==================== design 1
Design 1, where the registers sit:
Drawn at 2 px/um. Other sequential cells in the stronger grey, the rest of the logic in the fainter grey.
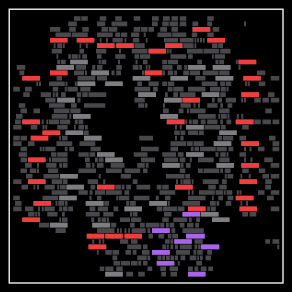

$ cat src/rtl/dyadic_boolean_pkg.sv
// Shared constants for the dyadic Boolean accumulator: op truth tables, modes, field widths.
// Optional flag outputs are enabled by defining DYADIC_BOOLEAN_ACCUMULATOR_FLAGS_EN.
package dyadic_boolean_pkg;

   localparam int unsigned OP_WIDTH   = 4;
   localparam int unsigned MODE_WIDTH = 2;

   // Truth tables indexed by {x,y}: bit0 x=0,y=0 .. bit3 x=1,y=1
   localparam logic [OP_WIDTH-1:0] BOOL_ZERO  = 4'b0000;
   localparam logic [OP_WIDTH-1:0] BOOL_NOR   = 4'b0001;
   localparam logic [OP_WIDTH-1:0] BOOL_NOT_A = 4'b0011;
   localparam logic [OP_WIDTH-1:0] BOOL_NOT_B = 4'b0101;
   localparam logic [OP_WIDTH-1:0] BOOL_XOR   = 4'b0110;
   localparam logic [OP_WIDTH-1:0] BOOL_NAND  = 4'b0111;
   localparam logic [OP_WIDTH-1:0] BOOL_AND   = 4'b1000;
   localparam logic [OP_WIDTH-1:0] BOOL_XNOR  = 4'b1001;
   localparam logic [OP_WIDTH-1:0] BOOL_B     = 4'b1010;
   localparam logic [OP_WIDTH-1:0] BOOL_A     = 4'b1100;
   localparam logic [OP_WIDTH-1:0] BOOL_OR    = 4'b1110;
   localparam logic [OP_WIDTH-1:0] BOOL_ONES  = 4'b1111;

   typedef enum logic [MODE_WIDTH-1:0] {
      MODE_DIRECT = 2'd0,
      MODE_ACCUM  = 2'd1,
      MODE_LOAD   = 2'd2,
      MODE_CLEAR  = 2'd3
   } mode_e;

endpackage

$ cat src/rtl/dyadic_boolean_lut.sv
// Combinational per-bit Boolean function: o[i] = op[{x[i],y[i]}].
module dyadic_boolean_lut
   import dyadic_boolean_pkg::*;
#(
   parameter int unsigned WORD_WIDTH = 36
) (
   input  logic [OP_WIDTH-1:0]   op,
   input  logic [WORD_WIDTH-1:0] x,
   input  logic [WORD_WIDTH-1:0] y,
   output logic [WORD_WIDTH-1:0] o
);

   always_comb begin
      o = '0;
      for (int i = 0; i < int'(WORD_WIDTH); i++) begin
         o[i] = op[{x[i], y[i]}];
      end
   end

endmodule

$ cat src/rtl/dyadic_boolean_accumulator.sv
// Registered valid/ready Boolean ALU stage with a chaining accumulator and saturating op counter.
// Define DYADIC_BOOLEAN_ACCUMULATOR_FLAGS_EN to build the registered out_zero/out_ones flags.
module dyadic_boolean_accumulator
   import dyadic_boolean_pkg::*;
#(
   parameter int unsigned WORD_WIDTH  = 36,
   parameter int unsigned COUNT_WIDTH = 8
) (
   input  logic                   clock,
   input  logic                   reset_n,
   input  logic                   in_valid,
   output logic                   in_ready,
   input  logic [OP_WIDTH-1:0]    op,
   input  logic [MODE_WIDTH-1:0]  mode,
   input  logic [WORD_WIDTH-1:0]  a,
   input  logic [WORD_WIDTH-1:0]  b,
   output logic                   out_valid,
   input  logic                   out_ready,
   output logic [WORD_WIDTH-1:0]  o,
   output logic [COUNT_WIDTH-1:0] acc_count,
   output logic                   out_zero,
   output logic                   out_ones
);

   logic [WORD_WIDTH-1:0]  acc;
   logic [WORD_WIDTH-1:0]  lut_x;
   logic [WORD_WIDTH-1:0]  lut_o;
   logic [WORD_WIDTH-1:0]  result;
   logic [WORD_WIDTH-1:0]  acc_next;
   logic [COUNT_WIDTH-1:0] count_next;
   logic                   accept;

   assign in_ready = !out_valid || out_ready;
   assign accept   = in_valid && in_ready;

   // Single LUT shared by DIRECT and ACCUM; x selects the accumulator when chaining
   assign lut_x = (mode_e'(mode) == MODE_ACCUM) ? acc : a;

   dyadic_boolean_lut #(
      .WORD_WIDTH(WORD_WIDTH)
   ) u_lut (
      .op(op),
      .x (lut_x),
      .y (b),
      .o (lut_o)
   );

   always_comb begin
      result     = lut_o;
      acc_next   = acc;
      count_next = acc_count;
      case (mode_e'(mode))
         MODE_DIRECT: begin
            result = lut_o;
         end
         MODE_ACCUM: begin
            result     = lut_o;
            acc_next   = lut_o;
            count_next = (acc_count == {COUNT_WIDTH{1'b1}}) ? acc_count
                                                             : acc_count + COUNT_WIDTH'(1);
         end
         MODE_LOAD: begin
            result     = a;
            acc_next   = a;
            count_next = '0;
         end
         MODE_CLEAR: begin
            result     = '0;
            acc_next   = '0;
            count_next = '0;
         end
         default: begin
            result = lut_o;
         end
      endcase
   end

   // State only moves on accept, so stalled outputs and acc stay put
   always_ff @(posedge clock or negedge reset_n) begin
      if (!reset_n) begin
         out_valid <= 1'b0;
         o         <= '0;
         acc       <= '0;
         acc_count <= '0;
      end else if (accept) begin
         out_valid <= 1'b1;
         o         <= result;
         acc       <= acc_next;
         acc_count <= count_next;
      end else if (out_ready) begin
         out_valid <= 1'b0;
      end
   end

`ifdef DYADIC_BOOLEAN_ACCUMULATOR_FLAGS_EN
   always_ff @(posedge clock or negedge reset_n) begin
      if (!reset_n) begin
         out_zero <= 1'b0;
         out_ones <= 1'b0;
      end else if (accept) begin
         out_zero <= (result == '0);
         out_ones <= (result == {WORD_WIDTH{1'b1}});
      end
   end
`else
   assign out_zero = 1'b0;
   assign out_ones = 1'b0;
`endif

endmodule

$ cat config.mk
export PLATFORM = sky130hd
export DESIGN_NAME = dyadic_boolean_accumulator
export DESIGN_NICKNAME = d
export VERILOG_FILES = /design/src/rtl/dyadic_boolean_pkg.sv /design/src/rtl/dyadic_boolean_lut.sv /design/src/rtl/dyadic_boolean_accumulator.sv
export SDC_FILE = /design/constraint.sdc
export NUM_CORES = 1
export LEC_CHECK = 0
export ABC_AREA = 0
export CAP_MARGIN = 40
export CORE_UTILIZATION = 30
export DETAILED_ROUTE_END_ITERATION = 6
export PLACE_DENSITY_LB_ADDON = 0.3
export SETUP_SLACK_MARGIN = 0.05
export SLEW_MARGIN = 5
export SYNTH_ARGS = -nofsm -noshare
export SYNTH_HDL_FRONTEND = slang
export SYNTH_HIERARCHICAL = 1
export SYNTH_SLANG_ARGS = --single-unit
$ cat constraint.sdc
create_clock -name clock -period 1.85 [get_ports clock]
set_input_delay 0.2775 -clock clock [delete_from_list [all_inputs] [get_ports clock]]
set_output_delay 0.2775 -clock clock [all_outputs]
set_load 0.05 [all_outputs]
==================== design 2
<file path="config.mk">
export PLATFORM = sky130hd
export DESIGN_NAME = plru_way_select
export DESIGN_NICKNAME = d
export VERILOG_FILES = /design/src/rtl/plru_way_select_pkg.sv /design/src/rtl/plru_way_select_tree_update.sv /design/src/rtl/plru_way_select.sv
export SDC_FILE = /design/constraint.sdc
export NUM_CORES = 1
export LEC_CHECK = 0
export ABC_CLOCK_PERIOD_IN_PS = 5900
export CORE_ASPECT_RATIO = 1.4
export CORE_UTILIZATION = 40
export CTS_CLUSTER_DIAMETER = 100
export DETAILED_ROUTE_END_ITERATION = 10
export PLACE_DENSITY_LB_ADDON = 0.2
export SLEW_MARGIN = 20
export SYNTH_ARGS = -nofsm -noshare
export SYNTH_HDL_FRONTEND = slang
export SYNTH_SLANG_ARGS = --single-unit
export TNS_END_PERCENT = 1
</file>
<file path="constraint.sdc">
create_clock -name clock -period 5.9 [get_ports clock]
set_input_delay 0.885 -clock clock [delete_from_list [all_inputs] [get_ports clock]]
set_output_delay 0.885 -clock clock [all_outputs]
set_load 0.1 [all_outputs]
</file>
<file path="src/rtl/plru_way_select_pkg.sv">
// Shared constants for the 8-way tree pseudo-LRU way selector.
// Tree node numbering: root, the two half-nodes, then the four pair-leaves.
package plru_way_select_pkg;

  localparam int WAYS      = 8;
  localparam int WAY_BITS  = $clog2(WAYS);
  localparam int TREE_BITS = WAYS - 1;

  localparam int ND_ROOT  = 0;
  localparam int ND_LEFT  = 1;
  localparam int ND_RIGHT = 2;
  localparam int ND_LEAF0 = 3;

  typedef enum logic {
    ST_INIT = 1'b0,
    ST_IDLE = 1'b1
  } state_e;

endpackage

</file>
<file path="src/rtl/plru_way_select_tree_update.sv">
// Combinational PLRU tree step: victim from the current bits, and the bits
// after touching a way (every node on the way's path points away from it).
module plru_tree_update
  import plru_way_select_pkg::*;
(
  input  logic [TREE_BITS-1:0] t_in,
  input  logic [WAY_BITS-1:0]  way,
  output logic [TREE_BITS-1:0] t_out,
  output logic [WAY_BITS-1:0]  victim
);

  logic [2:0] vic_leaf;
  logic [2:0] upd_leaf;
  logic       vic_half;

  always_comb begin
    vic_half = t_in[ND_ROOT] ? t_in[ND_RIGHT] : t_in[ND_LEFT];
    vic_leaf = 3'(ND_LEAF0) + {1'b0, t_in[ND_ROOT], vic_half};
    victim   = {t_in[ND_ROOT], vic_half, t_in[vic_leaf]};
  end

  always_comb begin
    t_out          = t_in;
    upd_leaf       = 3'(ND_LEAF0) + {1'b0, way[2:1]};
    t_out[ND_ROOT] = ~way[2];
    if (way[2]) t_out[ND_RIGHT] = ~way[1];
    else        t_out[ND_LEFT]  = ~way[1];
    t_out[upd_leaf] = ~way[0];
  end

endmodule

</file>
<file path="src/rtl/plru_way_select.sv">
// Per-set tree PLRU way select for the 8-way L2: hit way on hit, victim on miss.
// Optional PLRU_STATS_EN adds saturating hit/miss counters.
module plru_way_select
  import plru_way_select_pkg::*;
#(
  parameter int INDEX_BITS = 6,
  parameter int SETS       = 2 ** INDEX_BITS
) (
  input  logic                  clock,
  input  logic                  reset,
  input  logic                  req_valid,
  output logic                  req_ready,
  input  logic [INDEX_BITS-1:0] req_index,
  input  logic                  req_hit,
  input  logic [WAY_BITS-1:0]   req_hit_way,
  output logic                  sel_valid,
  output logic [WAY_BITS-1:0]   sel_way,
  output logic                  sel_miss
`ifdef PLRU_STATS_EN
  ,
  output logic [31:0]           hit_count,
  output logic [31:0]           miss_count
`endif
);

  state_e                state_q, state_d;
  logic [INDEX_BITS-1:0] init_idx_q, init_idx_d;
  logic                  sel_valid_q, sel_valid_d;
  logic [WAY_BITS-1:0]   sel_way_q, sel_way_d;
  logic                  sel_miss_q, sel_miss_d;

  logic [TREE_BITS-1:0]  tree_q [SETS];
  logic                  wr_en;
  logic [INDEX_BITS-1:0] wr_idx;
  logic [TREE_BITS-1:0]  wr_data;

  logic [TREE_BITS-1:0]  t_cur, t_new;
  logic [WAY_BITS-1:0]   victim, upd_way;
  logic                  accept;

  assign t_cur   = tree_q[req_index];
  // Mux rather than gating keeps an undriven hit_way out of the miss path.
  assign upd_way = req_hit ? req_hit_way : victim;

  plru_tree_update u_tree (
    .t_in   (t_cur),
    .way    (upd_way),
    .t_out  (t_new),
    .victim (victim)
  );

  assign req_ready = (state_q == ST_IDLE);
  assign accept    = req_valid && req_ready;

  always_comb begin
    state_d     = state_q;
    init_idx_d  = init_idx_q;
    sel_valid_d = 1'b0;
    sel_way_d   = sel_way_q;
    sel_miss_d  = sel_miss_q;
    wr_en       = 1'b0;
    wr_idx      = init_idx_q;
    wr_data     = '0;
    case (state_q)
      ST_INIT: begin
        wr_en = 1'b1;
        if (init_idx_q == INDEX_BITS'(SETS - 1)) begin
          state_d = ST_IDLE;
        end else begin
          init_idx_d = init_idx_q + 1'b1;
        end
      end
      ST_IDLE: begin
        if (accept) begin
          wr_en       = 1'b1;
          wr_idx      = req_index;
          wr_data     = t_new;
          sel_valid_d = 1'b1;
          sel_way_d   = upd_way;
          sel_miss_d  = ~req_hit;
        end
      end
      default: state_d = ST_INIT;
    endcase
  end

  always_ff @(posedge clock) begin
    if (reset) begin
      state_q     <= ST_INIT;
      init_idx_q  <= '0;
      sel_valid_q <= 1'b0;
      sel_way_q   <= '0;
      sel_miss_q  <= 1'b0;
    end else begin
      state_q     <= state_d;
      init_idx_q  <= init_idx_d;
      sel_valid_q <= sel_valid_d;
      sel_way_q   <= sel_way_d;
      sel_miss_q  <= sel_miss_d;
    end
  end

  // Writing at the accept edge lets a back-to-back request to the same set
  // read the updated bits directly from the array.
  always_ff @(posedge clock) begin
    if (!reset && wr_en) begin
      tree_q[wr_idx] <= wr_data;
    end
  end

  assign sel_valid = sel_valid_q;
  assign sel_way   = sel_way_q;
  assign sel_miss  = sel_miss_q;

`ifdef PLRU_STATS_EN
  logic [31:0] hit_cnt_q, hit_cnt_d;
  logic [31:0] miss_cnt_q, miss_cnt_d;

  always_comb begin
    hit_cnt_d  = hit_cnt_q;
    miss_cnt_d = miss_cnt_q;
    if (accept && req_hit && (hit_cnt_q != 32'hFFFF_FFFF)) begin
      hit_cnt_d = hit_cnt_q + 32'd1;
    end
    if (accept && !req_hit && (miss_cnt_q != 32'hFFFF_FFFF)) begin
      miss_cnt_d = miss_cnt_q + 32'd1;
    end
  end

  always_ff @(posedge clock) begin
    if (reset) begin
      hit_cnt_q  <= '0;
      miss_cnt_q <= '0;
    end else begin
      hit_cnt_q  <= hit_cnt_d;
      miss_cnt_q <= miss_cnt_d;
    end
  end

  assign hit_count  = hit_cnt_q;
  assign miss_count = miss_cnt_q;
`endif

endmodule

</file>
==================== design 3
==> src/rtl/placement_pkg.sv <==
// Shared types and constants for the placement wirelength evaluator.
// Optional 1-hop cost is enabled by defining PLACEMENT_COST_1HOP_EN.
package placement_pkg;

    typedef enum logic [3:0] {
        IDLE,
        RD_EDGE,
        WT_EDGE,
        RD_A,
        WT_A,
        RD_B,
        WT_B,
        ACC,
        FIN
    } state_e;

    localparam logic signed [31:0] UNPLACED       = -32'sd1;
    localparam int                 DEFAULT_GRID_N = 10;
    localparam int                 DEFAULT_N_EDGE = 96;

    // The unsigned compare also rejects any other negative coordinate.
    function automatic logic coord_ok(input logic signed [31:0] c, input int grid_n);
        return (c != UNPLACED) && ($unsigned(c) < $unsigned(grid_n));
    endfunction

endpackage

==> src/rtl/manhattan_term.sv <==
// Per-edge Manhattan cost |dx|+|dy|-1 and, when PLACEMENT_COST_1HOP_EN is
// defined, the 1-hop cost ceil(|dx|/2)+ceil(|dy|/2)-1; otherwise that is 0.
module manhattan_term (
    input  logic signed [31:0] ax,
    input  logic signed [31:0] ay,
    input  logic signed [31:0] bx,
    input  logic signed [31:0] by,
    output logic signed [31:0] term,
    output logic signed [31:0] term_1hop
);

    logic [31:0] dx;
    logic [31:0] dy;
    logic [31:0] adx;
    logic [31:0] ady;

    always_comb begin
        dx   = ax - bx;
        dy   = ay - by;
        adx  = dx[31] ? (32'd0 - dx) : dx;
        ady  = dy[31] ? (32'd0 - dy) : dy;
        term = adx + ady - 32'd1;
    end

`ifdef PLACEMENT_COST_1HOP_EN
    assign term_1hop = ((adx >> 1) + {31'd0, adx[0]})
                     + ((ady >> 1) + {31'd0, ady[0]}) - 32'd1;
`else
    assign term_1hop = '0;
`endif

endmodule

==> src/rtl/placement_cost_eval.sv <==
// Walks an edge list, fetches both endpoint positions and accumulates wirelength.
// sum_1hop is live only when PLACEMENT_COST_1HOP_EN is defined.
module placement_cost_eval
    import placement_pkg::*;
#(
    parameter int N_EDGE = DEFAULT_N_EDGE,
    parameter int GRID_N = DEFAULT_GRID_N,
    parameter int AW     = 32
) (
    input  logic                 clk,
    input  logic                 reset,
    input  logic                 start,
    output logic                 busy,
    output logic                 done,
    output logic                 ea_re,
    output logic                 eb_re,
    output logic [AW-1:0]        ea_addr,
    output logic [AW-1:0]        eb_addr,
    input  logic [31:0]          ea_data,
    input  logic [31:0]          eb_data,
    output logic                 px_re,
    output logic                 py_re,
    output logic [AW-1:0]        px_addr,
    output logic [AW-1:0]        py_addr,
    input  logic signed [31:0]   px_data,
    input  logic signed [31:0]   py_data,
    output logic signed [31:0]   sum,
    output logic signed [31:0]   sum_1hop,
    output logic [15:0]          err_cnt,
    output logic [31:0]          cycles
);

    state_e             state_q, state_d;
    logic [31:0]        i_q, i_d;
    logic               busy_q, busy_d;
    logic               done_q, done_d;
    logic               e_re_q, e_re_d;
    logic [AW-1:0]      e_addr_q, e_addr_d;
    logic               p_re_q, p_re_d;
    logic [AW-1:0]      p_addr_q, p_addr_d;
    logic [31:0]        eb_node_q, eb_node_d;
    logic signed [31:0] ax_q, ax_d, ay_q, ay_d, bx_q, bx_d, by_q, by_d;
    logic signed [31:0] sum_q, sum_d, sum_1hop_q, sum_1hop_d;
    logic [15:0]        err_cnt_q, err_cnt_d;
    logic [31:0]        cycles_q, cycles_d;

    logic signed [31:0] term;
    logic signed [31:0] term_1hop;
    logic               edge_ok;

    manhattan_term u_term (
        .ax        (ax_q),
        .ay        (ay_q),
        .bx        (bx_q),
        .by        (by_q),
        .term      (term),
        .term_1hop (term_1hop)
    );

    assign edge_ok = coord_ok(ax_q, GRID_N) && coord_ok(ay_q, GRID_N)
                  && coord_ok(bx_q, GRID_N) && coord_ok(by_q, GRID_N);

    always_comb begin
        // NOTE: every _d starts from its hold value (or 0 for pulses) so no path infers a latch.
        state_d    = state_q;
        i_d        = i_q;
        busy_d     = busy_q;
        done_d     = 1'b0;
        e_re_d     = 1'b0;
        e_addr_d   = e_addr_q;
        p_re_d     = 1'b0;
        p_addr_d   = p_addr_q;
        eb_node_d  = eb_node_q;
        ax_d       = ax_q;
        ay_d       = ay_q;
        bx_d       = bx_q;
        by_d       = by_q;
        sum_d      = sum_q;
        sum_1hop_d = sum_1hop_q;
        err_cnt_d  = err_cnt_q;
        cycles_d   = cycles_q;

        if (state_q != IDLE && state_q != FIN) begin
            cycles_d = cycles_q + 32'd1;
        end

        case (state_q)
            IDLE: begin
                if (start) begin
                    state_d    = RD_EDGE;
                    busy_d     = 1'b1;
                    i_d        = '0;
                    sum_d      = '0;
                    sum_1hop_d = '0;
                    err_cnt_d  = '0;
                    cycles_d   = 32'd1;
                    if (N_EDGE != 0) begin
                        e_re_d   = 1'b1;
                        e_addr_d = '0;
                    end
                end
            end
            // The edge-ROM read was already launched on entry to this state.
            RD_EDGE: begin
                if (i_q == 32'(N_EDGE)) begin
                    state_d = FIN;
                    done_d  = 1'b1;
                end else begin
                    state_d = WT_EDGE;
                end
            end
            WT_EDGE: begin
                state_d   = RD_A;
                p_re_d    = 1'b1;
                p_addr_d  = AW'(ea_data);
                eb_node_d = eb_data;
            end
            RD_A: state_d = WT_A;
            WT_A: begin
                state_d  = RD_B;
                ax_d     = px_data;
                ay_d     = py_data;
                p_re_d   = 1'b1;
                p_addr_d = AW'(eb_node_q);
            end
            RD_B: state_d = WT_B;
            WT_B: begin
                state_d = ACC;
                bx_d    = px_data;
                by_d    = py_data;
            end
            ACC: begin
                state_d = RD_EDGE;
                i_d     = i_q + 32'd1;
                if (edge_ok) begin
                    sum_d      = sum_q + term;
                    sum_1hop_d = sum_1hop_q + term_1hop;
                end else if (err_cnt_q != 16'hFFFF) begin
                    err_cnt_d = err_cnt_q + 16'd1;
                end
                if (i_q + 32'd1 != 32'(N_EDGE)) begin
                    e_re_d   = 1'b1;
                    e_addr_d = AW'(i_q + 32'd1);
                end
            end
            FIN: begin
                state_d = IDLE;
                busy_d  = 1'b0;
            end
            default: state_d = IDLE;
        endcase
    end

    always_ff @(posedge clk) begin
        if (reset) begin
            state_q    <= IDLE;
            i_q        <= '0;
            busy_q     <= 1'b0;
            done_q     <= 1'b0;
            e_re_q     <= 1'b0;
            e_addr_q   <= '0;
            p_re_q     <= 1'b0;
            p_addr_q   <= '0;
            eb_node_q  <= '0;
            ax_q       <= '0;
            ay_q       <= '0;
            bx_q       <= '0;
            by_q       <= '0;
            sum_q      <= '0;
            sum_1hop_q <= '0;
            err_cnt_q  <= '0;
            cycles_q   <= '0;
        end else begin
            state_q    <= state_d;
            i_q        <= i_d;
            busy_q     <= busy_d;
            done_q     <= done_d;
            e_re_q     <= e_re_d;
            e_addr_q   <= e_addr_d;
            p_re_q     <= p_re_d;
            p_addr_q   <= p_addr_d;
            eb_node_q  <= eb_node_d;
            ax_q       <= ax_d;
            ay_q       <= ay_d;
            bx_q       <= bx_d;
            by_q       <= by_d;
            sum_q      <= sum_d;
            sum_1hop_q <= sum_1hop_d;
            err_cnt_q  <= err_cnt_d;
            cycles_q   <= cycles_d;
        end
    end

    assign busy     = busy_q;
    assign done     = done_q;
    assign ea_re    = e_re_q;
    assign eb_re    = e_re_q;
    assign ea_addr  = e_addr_q;
    assign eb_addr  = e_addr_q;
    assign px_re    = p_re_q;
    assign py_re    = p_re_q;
    assign px_addr  = p_addr_q;
    assign py_addr  = p_addr_q;
    assign sum      = sum_q;
    assign sum_1hop = sum_1hop_q;
    assign err_cnt  = err_cnt_q;
    assign cycles   = cycles_q;

endmodule

==> config.mk <==
export PLATFORM = sky130hd
export DESIGN_NAME = placement_cost_eval
export DESIGN_NICKNAME = d
export VERILOG_FILES = /design/src/rtl/placement_pkg.sv /design/src/rtl/manhattan_term.sv /design/src/rtl/placement_cost_eval.sv
export SDC_FILE = /design/constraint.sdc
export NUM_CORES = 1
export LEC_CHECK = 0
export CAP_MARGIN = 20
export CORE_AREA = 4 4 207 209
export CTS_BUF_LIST = sky130_fd_sc_hd__clkbuf_8
export CTS_CLUSTER_SIZE = 20
export DETAILED_ROUTE_END_ITERATION = 6
export DIE_AREA = 0 0 211 213
export GPL_ROUTABILITY_DRIVEN = 1
export PLACE_DENSITY = 0.82
export SLEW_MARGIN = 20
export SYNTH_ARGS = -nofsm -noshare
export SYNTH_HDL_FRONTEND = slang
export SYNTH_SLANG_ARGS = --single-unit
export TNS_END_PERCENT = 1
==> constraint.sdc <==
create_clock -name clk -period 21.3 [get_ports clk]
set_input_delay 2.13 -clock clk [delete_from_list [all_inputs] [get_ports clk]]
set_output_delay 2.13 -clock clk [all_outputs]
set_load 0.01 [all_outputs]
==================== design 4
[config.mk]
export PLATFORM = sky130hd
export DESIGN_NAME = hamming_link_ctrl
export DESIGN_NICKNAME = d
export VERILOG_FILES = /design/src/rtl/hamming_link_ctrl_pkg.sv /design/src/rtl/hamming_link_ctrl_codec.sv /design/src/rtl/hamming_link_ctrl.sv
export SDC_FILE = /design/constraint.sdc
export NUM_CORES = 1
export LEC_CHECK = 0
export CAP_MARGIN = 20
export CELL_PAD_IN_SITES_DETAIL_PLACEMENT = 1
export CELL_PAD_IN_SITES_GLOBAL_PLACEMENT = 1
export CORE_UTILIZATION = 42
export DETAILED_ROUTE_END_ITERATION = 12
export GPL_TIMING_DRIVEN = 0
export PLACE_DENSITY = 0.89
export SLEW_MARGIN = 40
export SYNTH_ARGS = -nofsm -noshare
export SYNTH_HDL_FRONTEND = slang
export SYNTH_SLANG_ARGS = --single-unit
export TNS_END_PERCENT = 1
[constraint.sdc]
create_clock -name clk -period 3.7 [get_ports clk]
set_input_delay 0.74 -clock clk [delete_from_list [all_inputs] [get_ports clk]]
set_output_delay 0.74 -clock clk [all_outputs]
set_load 0.02 [all_outputs]
[src/rtl/hamming_link_ctrl_pkg.sv]
// rtl/hamming_link_ctrl_pkg.sv - shared FSM encodings and Hamming(7,4) bit-position constants
package hamming_link_ctrl_pkg;

    typedef enum logic [2:0] {
        ST_IDLE = 3'd0,
        ST_ENC  = 3'd1,
        ST_CHAN = 3'd2,
        ST_DEC  = 3'd3,
        ST_OUT  = 3'd4
    } state_t;

    localparam logic [6:0] WALK_RST = 7'b0000001;

    // Codeword bit index i carries Hamming position i+1
    localparam int P1_POS = 0;
    localparam int P2_POS = 1;
    localparam int D0_POS = 2;
    localparam int P3_POS = 3;
    localparam int D1_POS = 4;
    localparam int D2_POS = 5;
    localparam int D3_POS = 6;

    localparam logic [6:0] S1_MASK = 7'b1010101;
    localparam logic [6:0] S2_MASK = 7'b1100110;
    localparam logic [6:0] S3_MASK = 7'b1111000;

endpackage

[src/rtl/hamming_link_ctrl_codec.sv]
// rtl/hamming_link_ctrl_codec.sv - combinational Hamming(7,4) encoder and single-error-correcting decoder
module hamming74_codec
    import hamming_link_ctrl_pkg::*;
(
    input  logic [3:0] data,
    input  logic [6:0] code,
    output logic [6:0] enc_word,
    output logic [3:0] dec_data,
    output logic       syn_nz
);

    logic [2:0] syn;
    logic [6:0] fixed;

    always_comb begin
        enc_word         = '0;
        enc_word[D0_POS] = data[0];
        enc_word[D1_POS] = data[1];
        enc_word[D2_POS] = data[2];
        enc_word[D3_POS] = data[3];
        enc_word[P1_POS] = data[0] ^ data[1] ^ data[3];
        enc_word[P2_POS] = data[0] ^ data[2] ^ data[3];
        enc_word[P3_POS] = data[1] ^ data[2] ^ data[3];
    end

    always_comb begin
        syn   = {^(code & S3_MASK), ^(code & S2_MASK), ^(code & S1_MASK)};
        fixed = code;
        // Syndrome value is the 1-based position of the flipped bit
        if (syn != 3'd0) begin
            fixed[syn - 3'd1] = ~code[syn - 3'd1];
        end
        dec_data = {fixed[D3_POS], fixed[D2_POS], fixed[D1_POS], fixed[D0_POS]};
        syn_nz   = (syn != 3'd0);
    end

endmodule

[src/rtl/hamming_link_ctrl.sv]
// rtl/hamming_link_ctrl.sv - nibble link: encode, inject channel errors, decode, count mismatches
module hamming_link_ctrl
    import hamming_link_ctrl_pkg::*;
#(
    parameter int CNT_W = 8
) (
    input  logic             clk,
    input  logic             rst_n,
    input  logic [3:0]       d_in,
    input  logic             in_valid,
    output logic             in_ready,
    input  logic [6:0]       err_mask,
    input  logic             err_auto,
    output logic [3:0]       d_out,
    output logic             out_valid,
    input  logic             out_ready,
    output logic [6:0]       chan_word,
    output logic             corrected,
    output logic             mismatch,
    output logic [CNT_W-1:0] word_cnt,
    output logic [CNT_W-1:0] err_cnt
);

    state_t     state;
    logic [3:0] d_reg;
    logic [6:0] pat_reg;
    logic [6:0] code_reg;
    logic [6:0] walk;
    logic [6:0] enc_word;
    logic [3:0] dec_data;
    logic       syn_nz;

    // One codec: encoder half is used in ENC, decoder half in DEC
    hamming74_codec u_codec (
        .data     (d_reg),
        .code     (chan_word),
        .enc_word (enc_word),
        .dec_data (dec_data),
        .syn_nz   (syn_nz)
    );

    always_ff @(posedge clk or negedge rst_n) begin
        if (!rst_n) begin
            state     <= ST_IDLE;
            in_ready  <= 1'b1;
            out_valid <= 1'b0;
            d_reg     <= '0;
            pat_reg   <= '0;
            code_reg  <= '0;
            walk      <= WALK_RST;
            chan_word <= '0;
            d_out     <= '0;
            corrected <= 1'b0;
            mismatch  <= 1'b0;
            word_cnt  <= '0;
            err_cnt   <= '0;
        end else begin
            case (state)
                ST_IDLE: begin
                    if (in_valid && in_ready) begin
                        d_reg    <= d_in;
                        pat_reg  <= err_auto ? walk : err_mask;
                        if (err_auto) begin
                            walk <= {walk[5:0], walk[6]};
                        end
                        in_ready <= 1'b0;
                        state    <= ST_ENC;
                    end
                end
                ST_ENC: begin
                    code_reg <= enc_word;
                    state    <= ST_CHAN;
                end
                ST_CHAN: begin
                    chan_word <= code_reg ^ pat_reg;
                    state     <= ST_DEC;
                end
                ST_DEC: begin
                    d_out     <= dec_data;
                    corrected <= syn_nz;
                    mismatch  <= (dec_data != d_reg);
                    out_valid <= 1'b1;
                    state     <= ST_OUT;
                end
                ST_OUT: begin
                    if (out_valid && out_ready) begin
                        if (word_cnt != '1) begin
                            word_cnt <= word_cnt + CNT_W'(1);
                        end
                        if (mismatch && (err_cnt != '1)) begin
                            err_cnt <= err_cnt + CNT_W'(1);
                        end
                        out_valid <= 1'b0;
                        in_ready  <= 1'b1;
                        state     <= ST_IDLE;
                    end
                end
                default: begin
                    out_valid <= 1'b0;
                    in_ready  <= 1'b1;
                    state     <= ST_IDLE;
                end
            endcase
        end
    end

endmodule

Design 2, routed metal, one colour a layer:
Drawn at 1.5 px/um.
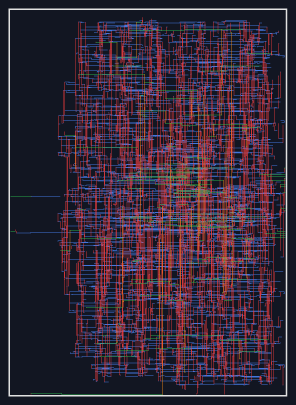
| colour | layer | wire length |
|---|---|---|
| green | met3 | 2010 um |
| red | met2 | 23.5 mm |
| orange | met4 | 1470 um |
| blue | met1 | 18100 um |
GRT Resource Usage Total: 19.49%
routed vias: 9227

Design 2, clock wiring as the flow saved it:
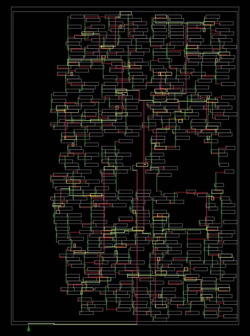
clk_skew: 0.01855 ns
sequential cell count: 460
clk latency late pin: 0.55 ns
number of buffers added by the clock tree synthesis step: 42
Clock Sink Count: 460

==> results_slide.txt, design 2 <==
Run Summary

Run status
  • Run status: finished, final reports clean

GRT
  • Global routing met2 resource utilization: 33.64%

Power and ir drop
  • Power per cell area: 315.3 mW/mm2
  • IR drop worst, VDD: approximately 0.17 mV

Finish
  • Storage element area: 0.01369 mm2
  • Combinational Area: 0.004554 mm2
  • Fin cells: 1640
  • Most frequently placed logic cell in the final layout: edfxtp_1
  • Final core area utilization: a little under half

Setup path
  • Stage delay of the slowest cell on the critical path: between 0.5 and 0.6 ns
  • Endpoint of the worst register-to-register path: tree_q[38][5]
  • Req. time, crit path: 6.15 ns
  • Buf/Inv on CP: 4
  • Crit path capture: tree_q[38][5]

STA
  • Worst hold slack across all endpoints: 0.4583 ns
  • Final Slew Violations: 0
  • # setup viols final: 0

Synth
  • Flops & latches, synth: between 400 and 500
  • Mux cell area share after synthesis: 15.59%
  • Main combinational cell family by area after synthesis: multiplexers
  • Cells after Synth: 949
  • Cell type with the largest total area: edfxtp_1
  • Most used flip-flop cell: edfxtp_1

Flow run
  • Count of maximum capacitance violations: 0
  • Count of warning messages emitted by the tools: 27

Die
  • Total core area: 0.04535 mm2
  • Chip Footprint: 0.04720 mm2
design 2: report_power, final:
part / switching [mW] / leakage (nW) / internal [mW]
sequential: 0.00540 / 4.75 / 3.54
combinational: 0.171 / 1.75 / 0.120
clock: 1.17 / 0.685 / 1.60
design 2: layout make-up:
cell class	instances	share of cell area (%)
timing repair buffer	53	2.529
clock inverter	28	1.282
clock buffer	48	5.421
multi-input combinational	432	21.71
inverter	8	0.1431
tap	611	3.644
sequential	460	65.27
Design 1, clock wiring as the flow saved it:
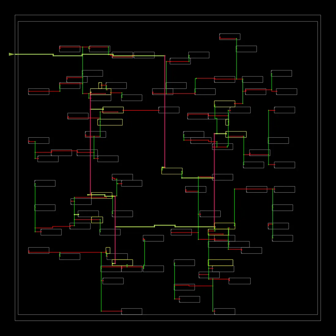
clk_skew: 0.005868 ns
clock network power consumption: 1.96 mW
clk latency late pin: 0.35 ns

About 'where the registers sit' of design 1:
| colour | netlist name | flops |
|---|---|---|
| red | `o` | 36 |
| purple | `acc_count` | 8 |
final core area utilization: 44.95%
seq pwr: 2.33 mW
fraction of standard cell area that is sequential: 25.92%
storage element area: 0.002029 mm2

==> results_slide.txt, design 1 <==
Run Summary

Run status
  • Run status: finished, final reports clean

Synth
  • Cells after Synth: about 510
  • Most used flip-flop cell: dfrtp_1

Hold path
  • Hold WC Path Type: in -> async

Detailed routing
  • Average via count per standard cell: 5.694
  • Length of routed met2 wiring: approximately 8.8 mm
  • Length of routed wiring on met1: 7.757 mm
  • Detail-routed net length per standard cell: 20.48 um

Setup path
  • Stage delay of the slowest cell on the critical path: approximately 0.43 ns
  • Launch instance of the worst register-to-register path: acc_count[0]
  • Cell count of the worst reg-to-reg path: 5

Power and ir drop
  • IR drop worst, VDD: 0.4814 mV
  • Total leakage power: 3.372 nW

Finish
  • Layout Area Growth over Synthesis: 45.01%
  • N_diodes: 0
  • Registers with the most flip-flops: acc (36), o (36), acc_count (8)
  • Fin cells: 867

Die
  • Vertical extent of the die: roughly 140 um
  • Chip Footprint: 0.01854 mm2
  • Horizontal extent of the die: 136.2 um

Clock tree
  • CTS Root Cell: clkbuf_16

GRT
  • Maximum number of pins on one net before global-route repair: 51
  • GR Overflow Total: 0
==> design 1: logic make-up (layout without fill, tap and decap cells) <==
kind of cell	after synthesis	in the layout	synth area share, %
compound gates	162	162	22.36
flops	81	81	37.54
fa+ha+maj	1	1	0.2317
other cells	1	2	0.06946
simple gates	130	130	10.48
buf+inv	63	194	6.373
mux	72	72	22.94
==> design 1: what timing repair did <==
action / 4_1_cts / 5_1_grt
hold buffers: 1 / 0
setup endpoints to repair: 11 / 24
resized: 11 / 24
hold endpoints to repair: 29 / 0
pin swaps: 0 / 0
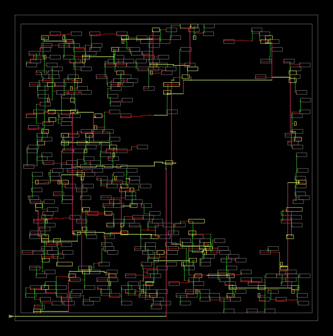
Design 3: clock wiring as the flow saved it
clk latency late pin: 0.67 ns
sequential cell count: 344
clk_skew: 0.03750 ns
clock network power consumption: 0.610 mW

Design 3, gate families picked out:
Drawn at 2 px/um.
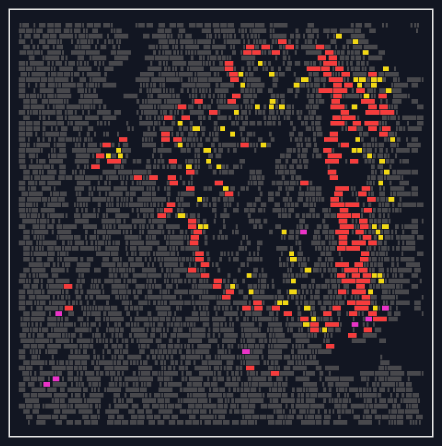
| colour | family | cells |
|---|---|---|
| yellow | AND-OR and OR-AND gates | 75 |
| red | adder and majority cells | 163 |
| magenta | multiplexers | 8 |
fraction of area in multi-input gates: 50.94%
fin cells: 3768

==> results_slide.txt, design 3 <==
Run Summary

Power and ir drop
  • Power in combinational cells: approximately 2.3 mW

Synth
  • Sequential cell area fraction in the yosys report: 30.86%
  • Number of cells in Yosys stat: 2991
  • Synth Warn #: 0
  • Flops & latches, synth: 344
  • Adder-Cell Fraction of Synth Area: about a tenth

Setup path
  • Endpoint arrival time on the critical path: 9.16 ns
  • Cell count of the worst reg-to-reg path: 31
  • Reg-to-reg setup timing slack: 12.68 ns
  • Launch instance of the worst register-to-register path: ay_q[0]

Finish
  • Clock buffer and inverter area fraction after layout: 4.452%

Place
  • Worst slack after detailed placement: 12.78 ns
  • HPWL after DPL: 52.46 mm

Clock tree
  • Hold buffer count at cts: 0
  • Clock Sink Count: 344

STA
  • Smallest setup slack after layout: 12.68 ns
  • Worst hold slack across all endpoints: 0.4552 ns
  • RSZ-0062 raised after global routing: no

Die
  • Horizontal extent of the die: roughly 210 um

Run status
  • Run status: finished, final reports clean
## design 3: routing by layer
metal	GRT usage, %	up-vias	wire, um
li1	-	10470	-
met1	38.94	10100	29790
met4	7.132	2	1400
met2	49.40	684	32500
met5	0	-	14
met3	4.878	78	4399
## design 3: sequential cells by signal, summed over array words and instances, names as in the netlist
register,count
ax_q,32
ay_q,32
bx_q,32
by_q,32
cycles,32
ea_addr,32
eb_node_q,32
i_q,32
px_addr,32
sum,32
err_cnt,16
state_q,4
busy,1
done,1
ea_re,1
px_re,1
Design 4, gate families picked out:
Drawn at 4 px/um.
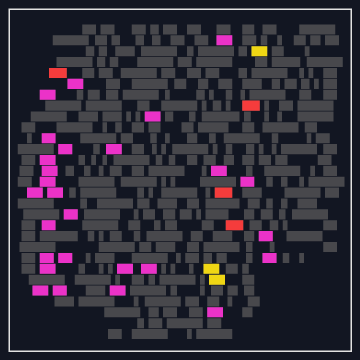
| colour | family | cells |
|---|---|---|
| red | adder and majority cells | 4 |
| magenta | multiplexers | 27 |
| yellow | AND-OR and OR-AND gates | 3 |
fraction of area in multi-input gates: 37.50%
fin cells: 397

==> results_slide.txt, design 4 <==
Run Summary

Setup path
  • Endpoint arrival time on the critical path: 3.13 ns
  • Sort of element at the start of the critical path: flop
  • Largest driver fanout on the critical path: 7
  • Crit path capture: mismatch
  • Launch instance of the worst register-to-register path: chan_word[2]
  • Cell count of the worst reg-to-reg path: 9

Clock tree
  • Number of post-CTS setup repair buffers: 0
  • Number of buffers added by the clock tree synthesis step: 9
  • Cts repair resizes: 0

Synth
  • Cell area leaders: dfrtp_1 49%, xnor2_1 8.5%, mux2_2 6.6%
  • Cells after Synth: roughly 260
  • XOR/XNOR share of the synthesized area: a little over an eighth
  • Flops & latches, synth: 59
  • Synth Warn #: 0

Power and ir drop
  • Seq pwr: 1.05 mW
  • Power per cell area: 1022 mW/mm2
  • Power in combinational cells: 2.13 mW
  • Internal Power: 2.149 mW

Flow run
  • Count of maximum capacitance violations: 0

Run status
  • Run status: finished, final reports clean

Die
  • Number of top-level pins: 47

STA
  • Final Slew Violations: 0

Detailed routing
  • First-iteration detailed-routing DRC count: 80

Place
  • Count of input and output buffers: around 45

Finish
  • Storage element area: 0.001479 mm2
[design 4: stage by stage]
step	std cells	worst slack (ns)	hold slack [ns]	power, mW
2_1_floorplan	258	0.9507	0.4444	2.534
3_3_place_gp	380	0.07442	0.4623	2.987
3_5_place_dp	381	0.8250	0.4811	3.115
4_1_cts	397	0.7682	0.2474	3.755
5_1_grt	397	0.6490	0.2506	3.966
6_report	397	0.7755	0.2505	3.733
[design 4: per-layer routing]
metal	global-route usage [%]	wire [um]
met5	0	0
met2	39.96	3812
met3	4.961	162
met4	8.320	174
met1	24.71	2901

==> notes/layouts.md <==
Pictures saved along the way, in no particular order.

I/O nets highlighted.
picture 1
Drawn at 3 px/um.
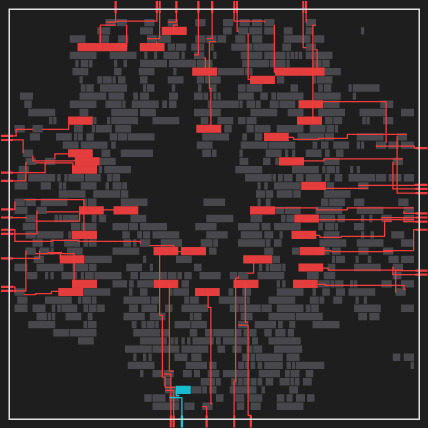
picture 2
Drawn at 2 px/um.
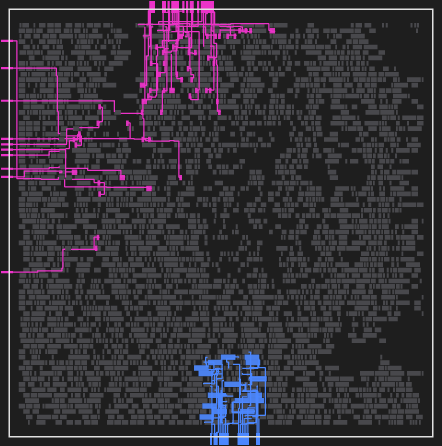
picture 3
Drawn at 6 px/um.
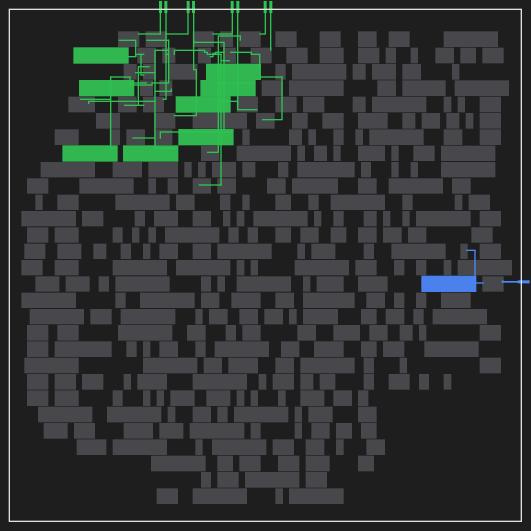
picture 4
Drawn at 2 px/um.
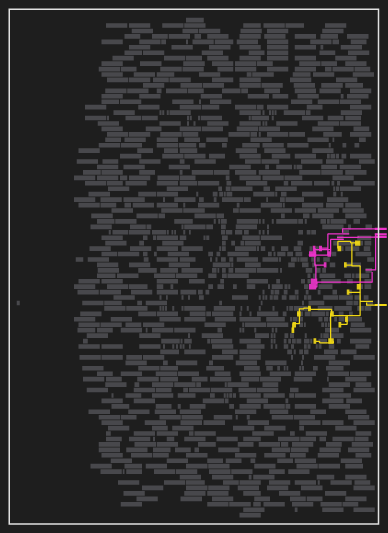
design 2: picture 4
design 1: picture 1
design 4: picture 3
design 3: picture 2
- smallest die: picture 3
- fewest cells: picture 3

Key to picture 4:
| colour | port | direction | edge | end cells | wire |
|---|---|---|---|---|---|
| magenta | `req_hit_way` | input | right | 8 | 180 um |
| yellow | `reset` | input | right | 15 | 160 um |


==================== design 5
Design 5, clock wiring as the flow saved it:
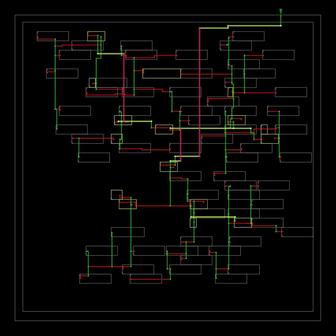
<file path="src/rtl/jtag_tap_core.sv">
// IEEE 1149.1 TAP controller with IR, IDCODE, BYPASS and one user data register.
// The user register exchanges a parallel word with the core on capture/update.
module jtag_tap_core #(
    parameter int          IR_WIDTH  = 4,
    parameter int          DR_WIDTH  = 8,
    parameter logic [31:0] IDCODE    = 32'h1234_5001,
    parameter int          IDCODE_OP = 1,
    parameter int          USER_OP   = 2
) (
    input  logic                TCLK,
    input  logic                TRST,
    input  logic                TMS,
    input  logic                TDI,
    output logic                TDO,
    output logic                TDO_EN,
    output logic [3:0]          STATE,
    output logic [IR_WIDTH-1:0] IR,
    input  logic [DR_WIDTH-1:0] DR_IN,
    output logic [DR_WIDTH-1:0] DR_OUT,
    output logic                DR_UPD
);

    typedef enum logic [3:0] {
        TEST_LOGIC_RESET = 4'd0,
        RUN_TEST_IDLE    = 4'd1,
        SELECT_DR_SCAN   = 4'd2,
        CAPTURE_DR       = 4'd3,
        SHIFT_DR         = 4'd4,
        EXIT_1_DR        = 4'd5,
        PAUSE_DR         = 4'd6,
        EXIT_2_DR        = 4'd7,
        UPDATE_DR        = 4'd8,
        SELECT_IR_SCAN   = 4'd9,
        CAPTURE_IR       = 4'd10,
        SHIFT_IR         = 4'd11,
        EXIT_1_IR        = 4'd12,
        PAUSE_IR         = 4'd13,
        EXIT_2_IR        = 4'd14,
        UPDATE_IR        = 4'd15
    } tap_state_t;

    localparam logic [IR_WIDTH-1:0] IDCODE_OPC = IDCODE_OP[IR_WIDTH-1:0];
    localparam logic [IR_WIDTH-1:0] USER_OPC   = USER_OP[IR_WIDTH-1:0];
    localparam logic [IR_WIDTH-1:0] IR_CAPTURE = {{(IR_WIDTH-1){1'b0}}, 1'b1};

    tap_state_t          state;
    tap_state_t          next_state;
    logic [IR_WIDTH-1:0] ir_reg;
    logic [IR_WIDTH-1:0] ir_shift;
    logic [31:0]         idcode_shift;
    logic [DR_WIDTH-1:0] user_shift;
    logic [DR_WIDTH:0]   user_ext;
    logic                bypass_reg;
    logic [DR_WIDTH-1:0] dr_out_reg;
    logic                dr_upd_reg;
    logic                sel_idcode;
    logic                sel_user;

    // IDCODE wins if both opcodes were ever configured identical.
    assign sel_idcode = (ir_reg == IDCODE_OPC);
    assign sel_user   = (ir_reg == USER_OPC) && !sel_idcode;
    assign user_ext   = {TDI, user_shift};

    always_ff @(posedge TCLK or posedge TRST) begin
        if (TRST) begin
            state <= TEST_LOGIC_RESET;
        end else begin
            state <= next_state;
        end
    end

    always_comb begin
        next_state = state;
        case (state)
            TEST_LOGIC_RESET: next_state = TMS ? TEST_LOGIC_RESET : RUN_TEST_IDLE;
            RUN_TEST_IDLE:    next_state = TMS ? SELECT_DR_SCAN   : RUN_TEST_IDLE;
            SELECT_DR_SCAN:   next_state = TMS ? SELECT_IR_SCAN   : CAPTURE_DR;
            CAPTURE_DR:       next_state = TMS ? EXIT_1_DR        : SHIFT_DR;
            SHIFT_DR:         next_state = TMS ? EXIT_1_DR        : SHIFT_DR;
            EXIT_1_DR:        next_state = TMS ? UPDATE_DR        : PAUSE_DR;
            PAUSE_DR:         next_state = TMS ? EXIT_2_DR        : PAUSE_DR;
            EXIT_2_DR:        next_state = TMS ? UPDATE_DR        : SHIFT_DR;
            UPDATE_DR:        next_state = TMS ? SELECT_DR_SCAN   : RUN_TEST_IDLE;
            SELECT_IR_SCAN:   next_state = TMS ? TEST_LOGIC_RESET : CAPTURE_IR;
            CAPTURE_IR:       next_state = TMS ? EXIT_1_IR        : SHIFT_IR;
            SHIFT_IR:         next_state = TMS ? EXIT_1_IR        : SHIFT_IR;
            EXIT_1_IR:        next_state = TMS ? UPDATE_IR        : PAUSE_IR;
            PAUSE_IR:         next_state = TMS ? EXIT_2_IR        : PAUSE_IR;
            EXIT_2_IR:        next_state = TMS ? UPDATE_IR        : SHIFT_IR;
            UPDATE_IR:        next_state = TMS ? SELECT_DR_SCAN   : RUN_TEST_IDLE;
            default:          next_state = TEST_LOGIC_RESET;
        endcase
    end

    // Pause/exit states fall through to default, so every shift register holds there.
    always_ff @(posedge TCLK or posedge TRST) begin
        if (TRST) begin
            ir_reg       <= IDCODE_OPC;
            ir_shift     <= '0;
            idcode_shift <= '0;
            user_shift   <= '0;
            bypass_reg   <= 1'b0;
            dr_out_reg   <= '0;
            dr_upd_reg   <= 1'b0;
        end else begin
            dr_upd_reg <= 1'b0;
            case (state)
                TEST_LOGIC_RESET: ir_reg <= IDCODE_OPC;
                CAPTURE_IR:       ir_shift <= IR_CAPTURE;
                SHIFT_IR:         ir_shift <= {TDI, ir_shift[IR_WIDTH-1:1]};
                UPDATE_IR:        ir_reg <= ir_shift;
                CAPTURE_DR: begin
                    if (sel_idcode) begin
                        idcode_shift <= IDCODE;
                    end else if (sel_user) begin
                        user_shift <= DR_IN;
                    end else begin
                        bypass_reg <= 1'b0;
                    end
                end
                SHIFT_DR: begin
                    if (sel_idcode) begin
                        idcode_shift <= {TDI, idcode_shift[31:1]};
                    end else if (sel_user) begin
                        user_shift <= user_ext[DR_WIDTH:1];
                    end else begin
                        bypass_reg <= TDI;
                    end
                end
                UPDATE_DR: begin
                    if (sel_user) begin
                        dr_out_reg <= user_shift;
                        dr_upd_reg <= 1'b1;
                    end
                end
                default: ;
            endcase
        end
    end

    always_comb begin
        TDO = 1'b0;
        if (state == SHIFT_IR) begin
            TDO = ir_shift[0];
        end else if (state == SHIFT_DR) begin
            if (sel_idcode) begin
                TDO = idcode_shift[0];
            end else if (sel_user) begin
                TDO = user_shift[0];
            end else begin
                TDO = bypass_reg;
            end
        end
    end

    assign TDO_EN = (state == SHIFT_IR) || (state == SHIFT_DR);
    assign STATE  = state;
    assign IR     = ir_reg;
    assign DR_OUT = dr_out_reg;
    assign DR_UPD = dr_upd_reg;

endmodule

</file>
<file path="config.mk">
export PLATFORM = sky130hd
export DESIGN_NAME = jtag_tap_core
export DESIGN_NICKNAME = d
export VERILOG_FILES = /design/src/rtl/jtag_tap_core.sv
export SDC_FILE = /design/constraint.sdc
export NUM_CORES = 1
export LEC_CHECK = 0
export ABC_CLOCK_PERIOD_IN_PS = 2750
export CELL_PAD_IN_SITES_DETAIL_PLACEMENT = 0
export CELL_PAD_IN_SITES_GLOBAL_PLACEMENT = 2
export CORE_MARGIN = 2
export CORE_UTILIZATION = 37
export CTS_CLUSTER_DIAMETER = 200
export DETAILED_ROUTE_END_ITERATION = 8
export HOLD_SLACK_MARGIN = 0.08
export PLACE_DENSITY = 0.79
export SLEW_MARGIN = 25
export SYNTH_ARGS = -nofsm -noshare
export SYNTH_HDL_FRONTEND = slang
export SYNTH_SLANG_ARGS = --single-unit
</file>
<file path="constraint.sdc">
create_clock -name TCLK -period 2.75 [get_ports TCLK]
set_clock_uncertainty 0.2 [all_clocks]
set_input_delay 0.4125 -clock TCLK [delete_from_list [all_inputs] [get_ports TCLK]]
set_output_delay 0.4125 -clock TCLK [all_outputs]
set_load 0.05 [all_outputs]
</file>
==> results_slide.txt <==
Run Summary

Synth
  • XOR/XNOR share of the synthesized area: less than 1%
  • Synth Warn #: 0
  • Post-synth area from yosys stat: 0.002683 mm2
  • Adder-Cell Fraction of Synth Area: 0%
  • AND-OR/OR-AND share of the synthesized area: 22.53%
  • Post-synth ARST share: 100.0%

Detailed routing
  • Number of DRC violations after detailed routing: 0
  • Uppermost layer routed: met4
  • Length of routed wiring on met1: around 2.7 mm

Finish
  • Number of flip-flops in the largest register: 32
  • Number of non-clock inverters in the layout: 9
  • Total of plain and repair buffers excluding clock buffers: 39

Place
  • HPWL after DPL: between 3 and 4 mm

Power and ir drop
  • Seq pwr: 1.47 mW
  • Top Consumer: combinational logic

Clock tree
  • Hold buffer count at cts: 0

Flow run
  • Count of warning messages emitted by the tools: 26

Setup path
  • Kind of cell adding the most delay to the critical path: flip-flops
  • Sort of element at the start of the critical path: flop
  • Buf/Inv on CP: 2

Run status
  • Run status: finished, final reports clean

STA
  • RSZ-0062 raised after global routing: no

GRT
  • Antenna violations before repair: 0
  • Vias in the first global route: roughly 1900
## Picture notes: 'clock wiring as the flow saved it' of design 5
clk latency late pin: 0.33 ns
total of clock buffers placed in the layout: 10
clock network power consumption: 0.768 mW
Clock Sink Count: 62
sequential cell count: 62

## metrics by stage
stage	hold slack, ns	cells
floorplan	0.2498	228
CTS	0.1832	367
global placement	0.2673	351
finish	0.1844	367
global route	0.2063	367
detailed placement	0.2788	351
## worst max-delay path by stage
stage          slack (ns)  cells past startpoint   to  startpoint
2_1_floorplan        0.27                      4  TDO    STATE[0]
3_5_place_dp         0.46                      5  TDO       IR[0]
4_1_cts              0.07                      4  TDO    STATE[3]
6_report             0.15                      5  TDO       IR[0]
5_1_grt              0.06                      5  TDO       IR[0]
3_3_place_gp         0.45                      5  TDO       IR[0]


==> gallery <==
Where the registers sit.
Plate I
Drawn at 3 px/um. Other sequential cells in the stronger grey, the rest of the logic in the fainter grey.
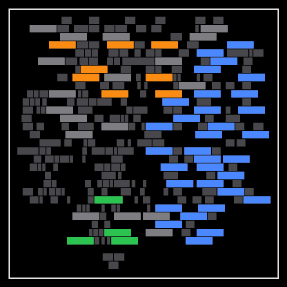
Plate II
Drawn at 3 px/um. Other sequential cells in the stronger grey, the rest of the logic in the fainter grey.
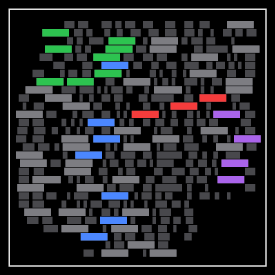
Plate III
Drawn at 1 px/um. Other sequential cells in the stronger grey, the rest of the logic in the fainter grey.
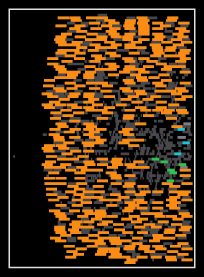
Of these, largest die: Plate III
Of these, most cells: Plate III
Plate II comes from design 4.
Plate III comes from design 2.
Plate I comes from design 5.

Key to Plate III:
| colour | netlist name | flops |
|---|---|---|
| orange | `tree_q` | 448 |
| cyan | `sel_way` | 3 |
| green | `init_idx_q` | 6 |

Power and IR drop assume default switching activity.
